######## detector_borda_multi ########
### Cell outlines without signal wires, detector_borda_multi

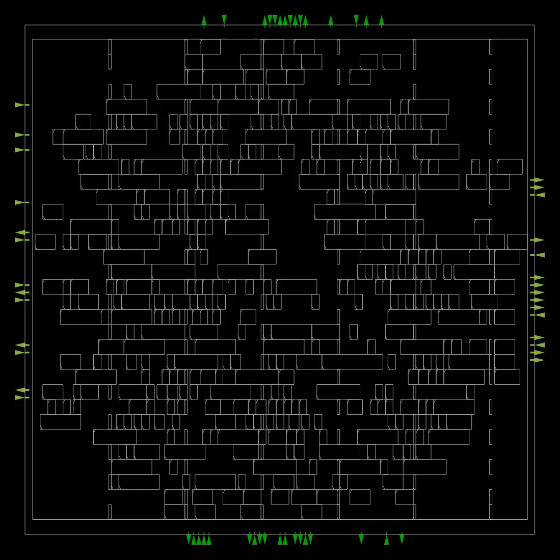

`src/rtl/detector_borda_pkg.sv`:
```
// Shared constants for the multi-channel edge detector: detect-mode encodings
// and the debounce counter width helper.
package detector_borda_pkg;

  localparam logic [1:0] MODE_OFF  = 2'b00;
  localparam logic [1:0] MODE_RISE = 2'b01;
  localparam logic [1:0] MODE_FALL = 2'b10;
  localparam logic [1:0] MODE_BOTH = 2'b11;

  // Counter must hold 0..n-1, with at least one bit even when n is 1.
  function automatic int cnt_width(input int n);
    return (n <= 1) ? 1 : $clog2(n);
  endfunction

endpackage

```
`src/rtl/detector_borda_canal.sv`:
```
// One detector channel: synchroniser chain, debounce filter, mode-gated edge
// pulse, and the sticky/overrun flags fed by that pulse.
module detector_borda_canal
  import detector_borda_pkg::*;
#(
  parameter int SYNC_STAGES = 2,
  parameter int DEBOUNCE    = 4
) (
  input  logic       clk,
  input  logic       rst,
  input  logic       entrada,
  input  logic [1:0] mode,
  input  logic       en,
  input  logic       clr,
  output logic       detector,
  output logic       level,
  output logic       sticky,
  output logic       ovr
);

  localparam int CW = cnt_width(DEBOUNCE);
  localparam logic [CW-1:0] CNT_LAST = CW'(DEBOUNCE - 1);

  logic          s;
  logic [CW-1:0] cnt;
  logic          accept;
  logic          ev;

  generate
    if (SYNC_STAGES == 0) begin : g_nosync
      assign s = entrada;
    end else begin : g_sync
      logic [SYNC_STAGES-1:0] sync_q;
      always_ff @(posedge clk) begin
        if (!rst) begin
          sync_q <= '0;
        end else begin
          sync_q[0] <= entrada;
          for (int k = 1; k < SYNC_STAGES; k++) begin
            sync_q[k] <= sync_q[k-1];
          end
        end
      end
      assign s = sync_q[SYNC_STAGES-1];
    end
  endgenerate

  // A new level is taken only after DEBOUNCE consecutive differing samples;
  // the edge direction is simply the level being accepted.
  assign accept = (s != level) && (cnt == CNT_LAST);
  assign ev     = en & accept & ((s & mode[0]) | (~s & mode[1]));

  always_ff @(posedge clk) begin
    if (!rst) begin
      level    <= 1'b0;
      cnt      <= '0;
      detector <= 1'b0;
      sticky   <= 1'b0;
      ovr      <= 1'b0;
    end else begin
      if (s == level) begin
        cnt <= '0;
      end else if (cnt == CNT_LAST) begin
        level <= s;
        cnt   <= '0;
      end else begin
        cnt <= cnt + CW'(1);
      end
      detector <= ev;
      // A new event outranks a simultaneous clear so it is never lost.
      sticky   <= ev | (sticky & ~clr);
      ovr      <= (ev & sticky & ~clr) | (ovr & ~clr);
    end
  end

endmodule

```
`src/rtl/detector_borda_multi.sv`:
```
// Multi-channel edge detector: WIDTH independent channels plus an interrupt
// that is the OR of all sticky flags.
module detector_borda_multi
  import detector_borda_pkg::*;
#(
  parameter int WIDTH       = 8,
  parameter int SYNC_STAGES = 2,
  parameter int DEBOUNCE    = 4
) (
  input  logic             clk,
  input  logic             rst,
  input  logic [WIDTH-1:0] entrada,
  input  logic [1:0]       mode,
  input  logic [WIDTH-1:0] en,
  input  logic [WIDTH-1:0] clr,
  output logic [WIDTH-1:0] detector,
  output logic [WIDTH-1:0] level,
  output logic [WIDTH-1:0] sticky,
  output logic [WIDTH-1:0] ovr,
  output logic             irq
);

  generate
    for (genvar i = 0; i < WIDTH; i++) begin : g_canal
      detector_borda_canal #(
        .SYNC_STAGES (SYNC_STAGES),
        .DEBOUNCE    (DEBOUNCE)
      ) u_canal (
        .clk      (clk),
        .rst      (rst),
        .entrada  (entrada[i]),
        .mode     (mode),
        .en       (en[i]),
        .clr      (clr[i]),
        .detector (detector[i]),
        .level    (level[i]),
        .sticky   (sticky[i]),
        .ovr      (ovr[i])
      );
    end
  endgenerate

  assign irq = |sticky;

endmodule

```
`config.mk`:
```
export PLATFORM = sky130hd
export DESIGN_NAME = detector_borda_multi
export DESIGN_NICKNAME = d
export VERILOG_FILES = /design/src/rtl/detector_borda_pkg.sv /design/src/rtl/detector_borda_canal.sv /design/src/rtl/detector_borda_multi.sv
export SDC_FILE = /design/constraint.sdc
export NUM_CORES = 1
export LEC_CHECK = 0
export ABC_AREA = 1
export ABC_CLOCK_PERIOD_IN_PS = 1600
export CORE_UTILIZATION = 30
export CTS_BUF_LIST = sky130_fd_sc_hd__clkbuf_8 sky130_fd_sc_hd__clkbuf_16
export CTS_CLUSTER_DIAMETER = 100
export CTS_CLUSTER_SIZE = 14
export DETAILED_ROUTE_END_ITERATION = 8
export SKIP_LAST_GASP = 1
export SYNTH_ARGS = -nofsm -noshare
export SYNTH_HDL_FRONTEND = slang
export SYNTH_HIERARCHICAL = 1
export SYNTH_SLANG_ARGS = --single-unit
export TNS_END_PERCENT = 50
```
`constraint.sdc`:
```
create_clock -name clk -period 1.6 [get_ports clk]
set_clock_uncertainty 0.05 [all_clocks]
set_input_delay 0.4 -clock clk [delete_from_list [all_inputs] [get_ports clk]]
set_output_delay 0.4 -clock clk [all_outputs]
set_load 0.005 [all_outputs]
```
######## mem_arbiter ########
==> src/rtl/mem_arbiter.sv <==
// Two-port main-memory arbiter: icache (read-only) and dcache (read/write).
// Define ARB_DPRIORITY_EN to make the data port win all ties.
module mem_arbiter #(
  parameter int ADDR_W = 6,
  parameter int DATA_W = 32
) (
  input  logic              CLK,
  input  logic              RESET,
  input  logic              i_read,
  input  logic [ADDR_W-1:0] i_address,
  output logic [DATA_W-1:0] i_readdata,
  output logic              i_busywait,
  input  logic              d_read,
  input  logic              d_write,
  input  logic [ADDR_W-1:0] d_address,
  input  logic [DATA_W-1:0] d_writedata,
  output logic [DATA_W-1:0] d_readdata,
  output logic              d_busywait,
  output logic              mem_read,
  output logic              mem_write,
  output logic [ADDR_W-1:0] mem_address,
  output logic [DATA_W-1:0] mem_writedata,
  input  logic [DATA_W-1:0] mem_readdata,
  input  logic              mem_busywait
);

  typedef enum logic [2:0] {
    IDLE,
    BUSY_I,
    BUSY_D,
    RESP_I,
    RESP_D
  } state_t;

  state_t state;
  logic   seen_busy;
  logic   last_grant;
  logic   req_i;
  logic   req_d;
  logic   grant_i;
  logic   grant_d;

  assign req_i = i_read;
  assign req_d = d_read | d_write;

  // last_grant: 1 = data port was served last
`ifdef ARB_DPRIORITY_EN
  assign grant_i = req_i & ~req_d;
`else
  assign grant_i = req_i & (~req_d | last_grant);
`endif
  assign grant_d = req_d & ~grant_i;

  assign i_busywait = req_i & ~RESET & (state != RESP_I);
  assign d_busywait = req_d & ~RESET & (state != RESP_D);

  always_ff @(posedge CLK) begin
    if (RESET) begin
      state         <= IDLE;
      seen_busy     <= 1'b0;
      last_grant    <= 1'b1;
      mem_read      <= 1'b0;
      mem_write     <= 1'b0;
      mem_address   <= '0;
      mem_writedata <= '0;
      i_readdata    <= '0;
      d_readdata    <= '0;
    end else begin
      unique case (state)
        IDLE: begin
          if (grant_i) begin
            state       <= BUSY_I;
            mem_read    <= 1'b1;
            mem_write   <= 1'b0;
            mem_address <= i_address;
            last_grant  <= 1'b0;
            seen_busy   <= 1'b0;
          end else if (grant_d) begin
            state         <= BUSY_D;
            mem_read      <= ~d_write;
            mem_write     <= d_write;
            mem_address   <= d_address;
            mem_writedata <= d_writedata;
            last_grant    <= 1'b1;
            seen_busy     <= 1'b0;
          end
        end
        BUSY_I, BUSY_D: begin
          // memory raises busywait only after it sees the strobe
          if (mem_busywait) begin
            seen_busy <= 1'b1;
          end else if (seen_busy) begin
            if (mem_read) begin
              if (state == BUSY_I) begin
                i_readdata <= mem_readdata;
              end else begin
                d_readdata <= mem_readdata;
              end
            end
            mem_read  <= 1'b0;
            mem_write <= 1'b0;
            state     <= (state == BUSY_I) ? RESP_I : RESP_D;
          end
        end
        RESP_I, RESP_D: begin
          state <= IDLE;
        end
        default: begin
          state <= IDLE;
        end
      endcase
    end
  end

endmodule

==> config.mk <==
export PLATFORM = sky130hd
export DESIGN_NAME = mem_arbiter
export DESIGN_NICKNAME = d
export VERILOG_FILES = /design/src/rtl/mem_arbiter.sv
export SDC_FILE = /design/constraint.sdc
export NUM_CORES = 1
export LEC_CHECK = 0
export ABC_AREA = 1
export CORE_ASPECT_RATIO = 1.75
export CORE_UTILIZATION = 45
export DETAILED_ROUTE_END_ITERATION = 6
export PLACE_DENSITY_LB_ADDON = 0.12
export SYNTH_ARGS = -nofsm -noshare
export SYNTH_HDL_FRONTEND = slang
export SYNTH_SLANG_ARGS = --single-unit
export TNS_END_PERCENT = 1
==> constraint.sdc <==
create_clock -name CLK -period 2.4 [get_ports CLK]
set_clock_uncertainty 0.2 [all_clocks]
set_input_delay 0.48 -clock CLK [delete_from_list [all_inputs] [get_ports CLK]]
set_output_delay 0.48 -clock CLK [all_outputs]
set_load 0.05 [all_outputs]
######## gate_tester_flat ########
--- src/rtl/gate_tester_if.sv ---
// Gate-under-test connection: input vector out to the gate, gate output back.
// master = tester side, slave = gate side.
interface gate_tester_if #(
    parameter int N_IN = 2
);
    logic [N_IN-1:0] dut_a;
    logic            dut_out;

    modport master (
        output dut_a,
        input  dut_out
    );

    modport slave (
        input  dut_a,
        output dut_out
    );
endinterface

--- src/rtl/gate_tester.sv ---
// Sweeps every input vector onto a combinational gate and checks its output
// against TRUTH. Optional macro STOP_ON_FAIL_EN ends the sweep on the first mismatch.
module gate_tester #(
    parameter int                 N_IN   = 2,
    parameter int                 SETTLE = 2,
    parameter logic [2**N_IN-1:0] TRUTH  = 4'b1000
) (
    input  logic            clk,
    input  logic            rst_n,
    input  logic            start,
    gate_tester_if.master   gif,
    output logic            busy,
    output logic            done,
    output logic            pass,
    output logic [N_IN:0]   err_count,
    output logic [N_IN-1:0] first_fail
);

    typedef enum logic [2:0] {
        S_IDLE,
        S_APPLY,
        S_WAIT,
        S_CHECK,
        S_DONE
    } state_t;

    localparam logic [7:0]      SETTLE_LD = (SETTLE > 0) ? 8'(SETTLE - 1) : 8'd0;
    localparam logic [N_IN:0]   ERR_ONE   = 1;
    localparam logic [N_IN-1:0] VEC_ONE   = 1;
    localparam logic [N_IN-1:0] VEC_LAST  = '1;

    state_t          state_q;
    logic [N_IN-1:0] vec_q;
    logic [N_IN-1:0] dut_a_q;
    logic [N_IN-1:0] first_fail_q;
    logic [N_IN:0]   err_q;
    logic [N_IN:0]   err_d;
    logic [7:0]      cnt_q;
    logic            busy_q;
    logic            done_q;
    logic            pass_q;
    logic            miss;
    logic            stop;

    // Compare the gate against the truth table and decide whether this vector ends the sweep.
    always_comb begin
        miss  = (gif.dut_out != TRUTH[vec_q]);
        err_d = miss ? (err_q + ERR_ONE) : err_q;
`ifdef STOP_ON_FAIL_EN
        stop  = (vec_q == VEC_LAST) || miss;
`else
        stop  = (vec_q == VEC_LAST);
`endif
    end

    // Sweep sequencer with registered outputs.
    always_ff @(posedge clk or negedge rst_n) begin
        if (!rst_n) begin
            state_q      <= S_IDLE;
            vec_q        <= '0;
            dut_a_q      <= '0;
            first_fail_q <= '0;
            err_q        <= '0;
            cnt_q        <= '0;
            busy_q       <= 1'b0;
            done_q       <= 1'b0;
            pass_q       <= 1'b0;
        end else begin
            unique case (state_q)
                S_IDLE: begin
                    if (start) begin
                        err_q        <= '0;
                        first_fail_q <= '0;
                        pass_q       <= 1'b0;
                        vec_q        <= '0;
                        busy_q       <= 1'b1;
                        state_q      <= S_APPLY;
                    end
                end
                S_APPLY: begin
                    dut_a_q <= vec_q;
                    if (SETTLE > 0) begin
                        cnt_q   <= SETTLE_LD;
                        state_q <= S_WAIT;
                    end else begin
                        state_q <= S_CHECK;
                    end
                end
                S_WAIT: begin
                    if (cnt_q == 8'd0) begin
                        state_q <= S_CHECK;
                    end else begin
                        cnt_q <= cnt_q - 8'd1;
                    end
                end
                S_CHECK: begin
                    err_q <= err_d;
                    if (miss && (err_q == '0)) begin
                        first_fail_q <= vec_q;
                    end
                    if (stop) begin
                        busy_q  <= 1'b0;
                        done_q  <= 1'b1;
                        pass_q  <= (err_d == '0);
                        state_q <= S_DONE;
                    end else begin
                        vec_q   <= vec_q + VEC_ONE;
                        state_q <= S_APPLY;
                    end
                end
                S_DONE: begin
                    done_q  <= 1'b0;
                    state_q <= S_IDLE;
                end
                default: begin
                    state_q <= S_IDLE;
                end
            endcase
        end
    end

    assign gif.dut_a  = dut_a_q;
    assign busy       = busy_q;
    assign done       = done_q;
    assign pass       = pass_q;
    assign err_count  = err_q;
    assign first_fail = first_fail_q;

endmodule
--- src/flat_wrapper.sv ---
// flat-port wrapper written by rule: the top's interface ports become plain ports
module gate_tester_flat 
#(
    parameter int                 N_IN   = 2,
    parameter int                 SETTLE = 2,
    parameter logic [2**N_IN-1:0] TRUTH  = 4'b1000
)
  (clk, rst_n, start, busy, done, pass, err_count, first_fail, gif_dut_a, gif_dut_out);
  gate_tester_if #(.N_IN(N_IN)) gif_i ();
  input  logic clk;
  input  logic rst_n;
  input  logic start;
  output logic busy;
  output logic done;
  output logic pass;
  output logic [N_IN:0] err_count;
  output logic [N_IN-1:0] first_fail;
  output wire logic [$bits(gif_i.dut_a)-1:0] gif_dut_a;
  input wire logic [$bits(gif_i.dut_out)-1:0] gif_dut_out;
  assign gif_dut_a = gif_i.dut_a;
  assign gif_i.dut_out = gif_dut_out;
  gate_tester #(.N_IN(N_IN), .SETTLE(SETTLE), .TRUTH(TRUTH)) u_core (.clk(clk), .rst_n(rst_n), .start(start), .gif(gif_i), .busy(busy), .done(done), .pass(pass), .err_count(err_count), .first_fail(first_fail));
endmodule
--- config.mk ---
export PLATFORM = sky130hd
export DESIGN_NAME = gate_tester_flat
export DESIGN_NICKNAME = d
export VERILOG_FILES = /design/src/rtl/gate_tester_if.sv /design/src/rtl/gate_tester.sv /design/src/flat_wrapper.sv
export SDC_FILE = /design/constraint.sdc
export NUM_CORES = 1
export LEC_CHECK = 0
export CORE_MARGIN = 4
export CORE_UTILIZATION = 52
export CTS_BUF_LIST = sky130_fd_sc_hd__clkbuf_8
export DETAILED_ROUTE_END_ITERATION = 10
export MAX_ROUTING_LAYER = met4
export PLACE_DENSITY = 0.85
export SETUP_SLACK_MARGIN = 0.02
export SLEW_MARGIN = 20
export SYNTH_ARGS = -nofsm -noshare
export SYNTH_HDL_FRONTEND = slang
export SYNTH_SLANG_ARGS = --single-unit
export TNS_END_PERCENT = 20
--- constraint.sdc ---
create_clock -name clk -period 1.5 [get_ports clk]
set_input_delay 0.225 -clock clk [delete_from_list [all_inputs] [get_ports clk]]
set_output_delay 0.225 -clock clk [all_outputs]
set_load 0.1 [all_outputs]
### Metal 1, detector_borda_multi

Drawn at 4 px/um. Supply wires on this layer in gray.
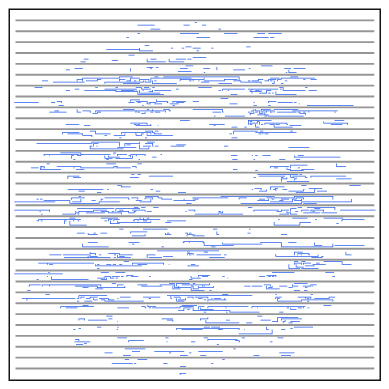
427 nets have wire on it. The longest straight run is 21.2 um.

About 'Cell outlines without signal wires' of detector_borda_multi:
Seq cells: 64
Seq area share: 36.7%

==> results.sh, detector_borda_multi <==
# flow metrics
export IMPL_final_seq_area_sq_mm=0.00130
export IMPL_antenna_found_initial=0
export IMPL_pre_cts_ws_ps=37.0
export IMPL_reg2reg_slack_ps=500
export IMPL_post_cts_buffers=4
export IMPL_netlist_instances=335
export IMPL_outcome="complete, but fails checks"
export IMPL_warnings=28
export IMPL_syn_nets=371
export IMPL_worstPathCellList="clkdlybuf4s50_1"
export IMPL_buf_share_pct=20.9
export IMPL_initial_core_util_pct=31.4
export IMPL_finalSetupTns_ps=-54.3
export IMPL_slew_violations=0
export IMPL_setup_slack_ps=-23.5
export IMPL_crit_slowest_cell="clkdlybuf4s50_1"
export IMPL_yosys_top_cells_area="dfxtp_1, nand2_1, inv_1"
export IMPL_n_tap_cell=102
export IMPL_place_area_sq_mm=0.00329
export IMPL_yosysMostFrequentCell="nand2_1"
export IMPL_violations="negative setup slack"
export IMPL_io_pins=61
export IMPL_yosys_cells=335
export IMPL_worst_path_stages=1
export IMPL_nFillCells=823
export IMPL_critPathRequiredTime_ps=1150
export IMPL_finalSetupViolCount=4
export IMPL_crit_type="reg -> out"
export IMPL_endpoint="detector[1]"
detector_borda_multi: logic make-up after synthesis:
kind of cell               count (synthesis)  synth area share, %
DFF                                       64                 52.3
adders and majority gates                  8                 4.09
and+or+nand+nor                          175                 28.5
buffers and inverters                     80                 12.3
xor gates and xnor gates                   8                 2.86
detector_borda_multi: sequential cells by signal (all words and copies together), names as in the netlist:
| register | flops |
|---|---|
| g_canal.u_canal/sticky | 8 |
| g_canal.u_canal/ovr | 8 |
| g_canal.u_canal/detector | 8 |
| g_canal.u_canal/g_sync.sync_q | 16 |
| g_canal.u_canal/level | 8 |
| g_canal.u_canal/cnt | 16 |
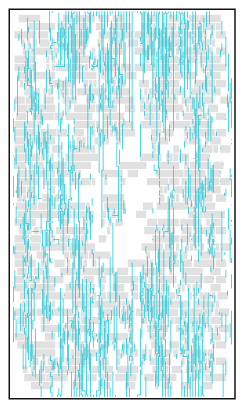
*M2 wires, mem_arbiter*
Drawn at 3 px/um.
The layer carries 5630 um of wire. The wires run mostly vertical.

==> results.sh, mem_arbiter <==
# flow metrics
export IMPL_outcome="completed"
export IMPL_edf_count=0
export IMPL_critPathRequiredTime_ps=1720
export IMPL_common_cells="nor2_1, dfxtp_1, o21ai_0"
export IMPL_top_layer="met4"
export IMPL_ys_chip_area_sq_mm=0.00417
export IMPL_clock_area_share_pct=4.74
export IMPL_num_vias=4030
export IMPL_holdWs_ps=270
export IMPL_die_y_um=129
export IMPL_slowest_delay_ps=520
export IMPL_n_antenna_cell=0
export IMPL_largest_class="flip-flops and latches"
export IMPL_hold_depth=2
export IMPL_critPathLaunchType="input port"
export IMPL_yosysMostFrequentCell="nor2_1"
export IMPL_nMultiInputCombCells=372
export IMPL_min_from="seen_busy"
export IMPL_fin_crit_sh_pct=95.7
export IMPL_synth_seq_share_pct=52.4
export IMPL_worstPathCellList="clkdlybuf4s50_1 > inv_1 > a311oi_2 > buf_12"
export IMPL_initial_core_util_pct=46.1
export IMPL_final_seq_area_sq_mm=0.00218
export IMPL_insertion_delay_ps=350
export IMPL_hold_class="reg -> reg"
[mem_arbiter: kinds of logic after synthesis]
logic type / after synthesis / share of synthesized area [%]
simple gates: 267 / 26.6
flops: 109 / 52.4
compound gates: 105 / 13.1
buf+inv: 53 / 7.99
[mem_arbiter: registers in the layout (all words and copies together) (netlist names)]
register and count:
last_grant 1, mem_writedata 32, seen_busy 1, d_readdata 32, i_readdata 32, mem_write 1
mem_read 1, state 3, mem_address 6
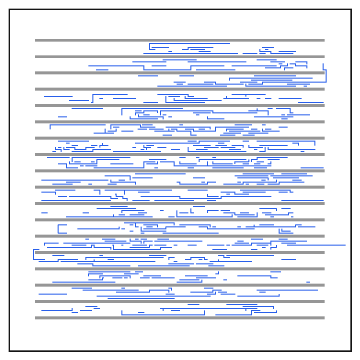
*Metal 1, gate_tester_flat*
Drawn at 6 px/um. Supply wires on this layer in gray.
155 nets have wire on it. The layer holds 42% of the routed length. The wires run mostly horizontal. The layer carries 1500 um of wire. The longest straight run is 18.9 um.
GR Util met1: 25.7%
via count: 1135
final WL: 3590 um

==> results.sh, gate_tester_flat <==
# flow metrics
export IMPL_outcome="complete, but fails checks"
export IMPL_violations="negative setup slack"
export IMPL_ff_type="dfrtp_1"
export IMPL_ctsLongestPathBuffers=2
export IMPL_finalSetupTns_ps=-383
export IMPL_insertion_delay_ps=270
export IMPL_clock_skew_ps=2.59
export IMPL_syn_nets=132
export IMPL_final_cell_mix="buf_4, dfrtp_1, inv_1, nand2_1, buf_12"
export IMPL_finalSetupViolCount=7
export IMPL_yosys_top_cells_area="dfrtp_1, mux2i_1, ha_1"
export IMPL_slew_violations=0
export IMPL_initial_core_util_pct=55.3
export IMPL_firstDrtPassIters=4
export IMPL_cp_startpoint="u_core.cnt_q[5]"
export IMPL_syn_area_per_cell_sq_um=9.96
export IMPL_dp_hpwl_um=2140
export IMPL_top_usage_layer="met2"
export IMPL_worstPathCellList="or4_4 > or4_4 > a21oi_2"
export IMPL_drv_cap=0
export IMPL_reg2reg_slack_ps=-140
export IMPL_path_clk_slew_ps=80
export IMPL_setup_slack_ps=-143
export IMPL_synth_xor_area_share_pct=2.84
export IMPL_ys_seq_elements=23
export IMPL_crit_slowest_cell="or4_4"
export IMPL_crit_type="reg -> reg"
export IMPL_endpoint="u_core.cnt_q[6]"
-- gate_tester_flat: area by class of cell --
| class | instances | area [sq um] | share of cell area (%) |
|---|---|---|---|
| Multi-Input combinational cell | 82 | 691 | 37.8 |
| Sequential cell | 23 | 581 | 31.8 |
| Timing Repair Buffer | 38 | 425 | 23.3 |
| Inverter | 13 | 48.8 | 2.67 |
| Clock buffer | 3 | 41.3 | 2.26 |
| Tap cell | 28 | 35.0 | 1.92 |
| Clock inverter | 1 | 5.00 | 0.274 |

==> notes/layouts.md <==
Pictures saved along the way, in no particular order.

Signal wires on met3.
(a)
Drawn at 4 px/um.
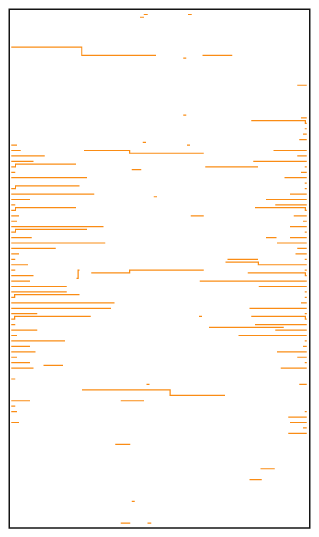
(b)
Drawn at 4 px/um.
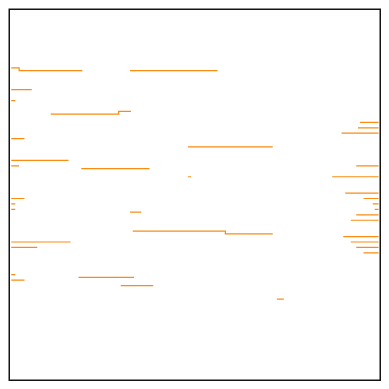
(c)
Drawn at 6 px/um.
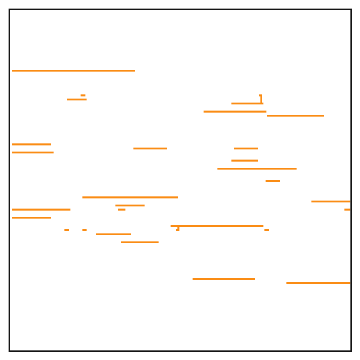
| from | picture |
|---|---|
| gate_tester_flat | (c) |
| detector_borda_multi | (b) |
| mem_arbiter | (a) |


######## cs_resolve ########
<file path="src/rtl/cs_resolve.sv">
// cs_resolve: accumulates carry-save beats with a 4:2 compressor and resolves
// the group total to binary with a chunked carry-propagate adder.
module cs_resolve #(
  parameter int W     = 34,
  parameter int CHUNK = 9
) (
  input  logic         clk,
  input  logic         rst_n,
  input  logic         in_valid,
  output logic         in_ready,
  input  logic [W-1:0] in_cs0,
  input  logic [W-1:0] in_cs1,
  input  logic         in_last,
  output logic         out_valid,
  input  logic         out_ready,
  output logic [W-1:0] out_sum,
  output logic [7:0]   out_beats
);

  localparam int K    = (W + CHUNK - 1) / CHUNK;
  localparam int IDXW = (K > 1) ? $clog2(K) : 1;
  localparam int CW   = CHUNK + 1;

  typedef enum logic [1:0] {
    ACCUM,
    RESOLVE,
    DONE
  } state_e;

  state_e            state_q, state_d;
  logic [W-1:0]      accS_q, accC_q;
  logic [W-1:0]      result_q;
  logic [7:0]        beatCount_q;
  logic [IDXW-1:0]   chunkIdx_q;
  logic              carry_q;

  logic [W-1:0]      s1, c1, nextS, nextC;
  logic [CW-1:0]     chunkSum;
  logic [W-1:0]      resMerged;
  logic              accept, handshake, lastChunk;

  assign accept    = (state_q == ACCUM) && in_valid;
  assign handshake = (state_q == DONE) && out_ready;
  assign lastChunk = (chunkIdx_q == IDXW'(K - 1));

  // Two cascaded 3:2 stages fold both incoming vectors into the redundant accumulator.
  always_comb begin
    s1    = accS_q ^ accC_q ^ in_cs0;
    c1    = ((accS_q & accC_q) | (accS_q & in_cs0) | (accC_q & in_cs0)) << 1;
    nextS = s1 ^ c1 ^ in_cs1;
    nextC = ((s1 & c1) | (s1 & in_cs1) | (c1 & in_cs1)) << 1;
  end

  // One chunk of the carry-propagate add; the accumulator is shifted down each
  // resolve cycle so the current chunk always sits in the low bits, and bits that
  // would land above W-1 in the final chunk fall off the W-wide merge.
  always_comb begin
    chunkSum  = {1'b0, accS_q[CHUNK-1:0]} + {1'b0, accC_q[CHUNK-1:0]} + CW'(carry_q);
    resMerged = result_q | (W'(chunkSum[CHUNK-1:0]) << (int'(chunkIdx_q) * CHUNK));
  end

  // Next-state decode for the accumulate / resolve / hold sequence.
  always_comb begin
    state_d = state_q;
    unique case (state_q)
      ACCUM:   if (accept && in_last) state_d = RESOLVE;
      RESOLVE: if (lastChunk)         state_d = DONE;
      DONE:    if (out_ready)         state_d = ACCUM;
      default:                        state_d = ACCUM;
    endcase
  end

  // State register; reset aborts any group in flight.
  always_ff @(posedge clk or negedge rst_n) begin
    if (!rst_n) state_q <= ACCUM;
    else        state_q <= state_d;
  end

  // Accumulator, beat counter, chunk walker and result register.
  always_ff @(posedge clk or negedge rst_n) begin
    if (!rst_n) begin
      accS_q      <= '0;
      accC_q      <= '0;
      result_q    <= '0;
      beatCount_q <= '0;
      chunkIdx_q  <= '0;
      carry_q     <= 1'b0;
    end else begin
      if (accept) begin
        accS_q <= nextS;
        accC_q <= nextC;
        if (beatCount_q != 8'hFF) beatCount_q <= beatCount_q + 8'd1;
        if (in_last) begin
          chunkIdx_q <= '0;
          carry_q    <= 1'b0;
          result_q   <= '0;
        end
      end
      if (state_q == RESOLVE) begin
        result_q   <= resMerged;
        carry_q    <= chunkSum[CHUNK];
        accS_q     <= accS_q >> CHUNK;
        accC_q     <= accC_q >> CHUNK;
        chunkIdx_q <= chunkIdx_q + IDXW'(1);
      end
      if (handshake) begin
        accS_q      <= '0;
        accC_q      <= '0;
        beatCount_q <= '0;
      end
    end
  end

  assign in_ready  = (state_q == ACCUM);
  assign out_valid = (state_q == DONE);
  assign out_sum   = result_q;
  assign out_beats = beatCount_q;

endmodule

</file>
<file path="config.mk">
export PLATFORM = sky130hd
export DESIGN_NAME = cs_resolve
export DESIGN_NICKNAME = d
export VERILOG_FILES = /design/src/rtl/cs_resolve.sv
export SDC_FILE = /design/constraint.sdc
export NUM_CORES = 1
export LEC_CHECK = 0
export ABC_AREA = 1
export CAP_MARGIN = 25
export CORE_UTILIZATION = 58
export DETAILED_ROUTE_END_ITERATION = 10
export PLACE_DENSITY_LB_ADDON = 0.2
export SKIP_LAST_GASP = 1
export SLEW_MARGIN = 20
export SYNTH_ARGS = -nofsm -noshare
export SYNTH_HDL_FRONTEND = slang
export SYNTH_SLANG_ARGS = --single-unit
export TNS_END_PERCENT = 50
</file>
<file path="constraint.sdc">
create_clock -name clk -period 5.3 [get_ports clk]
set_clock_uncertainty 0.1 [all_clocks]
set_input_delay 1.325 -clock clk [delete_from_list [all_inputs] [get_ports clk]]
set_output_delay 1.325 -clock clk [all_outputs]
set_load 0.01 [all_outputs]
</file>
==> results.sh <==
# flow metrics
export IMPL_synthArstFlopShare_pct=100
export IMPL_drc=6
export IMPL_outcome="complete, but fails checks"
export IMPL_swShare_pct=42.2
export IMPL_fin_crit_sh_pct=63.3
export IMPL_yosys_area_top_type="dfrtp_1"
export IMPL_ys_seq_elements=115
export IMPL_ctsLongestPathBuffers=2
export IMPL_top_cell_area_share_pct=40.8
export IMPL_compound_area_share_pct=12.4
export IMPL_final_cell_mix="nand2_1, dfrtp_1, clkdlybuf4s50_1, fa_1, o21ai_1"
export IMPL_drive_gt1_share_pct=9.54
export IMPL_cp_startpoint="out_ready"
export IMPL_finish_utilization_pct=76.5
export IMPL_critPathLaunchType="input port"
export IMPL_worstPathCellList="clkdlybuf4s50_1 > nand2_4 > nand2_4 > inv_4 > nand2_1 > o21ai_1"
export IMPL_post_cts_buffers=0
export IMPL_violations="design-rule violations"
export IMPL_clockRootBuffer="clkbuf_16"
export IMPL_drt_wirelength_per_cell_um=17.9
export IMPL_netlist_instances=735
export IMPL_io_pins=117
==> sequential cells by signal, summed over array words and instances, names as in the netlist <==
name,flops
carry_q,1
out_sum,34
out_beats,8
accC_q,34
state_q,2
accS_q,34
chunkIdx_q,2
==> final cells by class <==
class	instances	area, sq um
Clock inverter	9	223
Fill cell	796	2730
Sequential cell	115	2880
Clock buffer	23	478
Tap cell	143	179
Inverter	54	208
Timing Repair Buffer	119	1180
Multi-Input combinational cell	529	3740
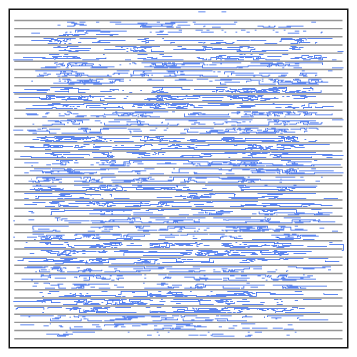
*Metal 1, cs_resolve*
Drawn at 3 px/um. Supply wires on this layer in gray.
The wires run mostly horizontal. The layer holds 42% of the routed length. The longest straight run is 33.2 um. 882 nets have wire on it. The layer carries 7460 um of wire.

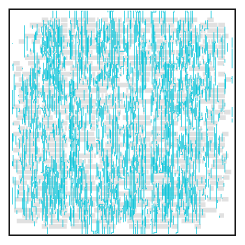
*M2 wires, cs_resolve*
Drawn at 2 px/um.
The wires run mostly vertical. The layer holds 50% of the routed length.
grt met2 use: 51.5%
final WL: 17800 um
via count: 5766


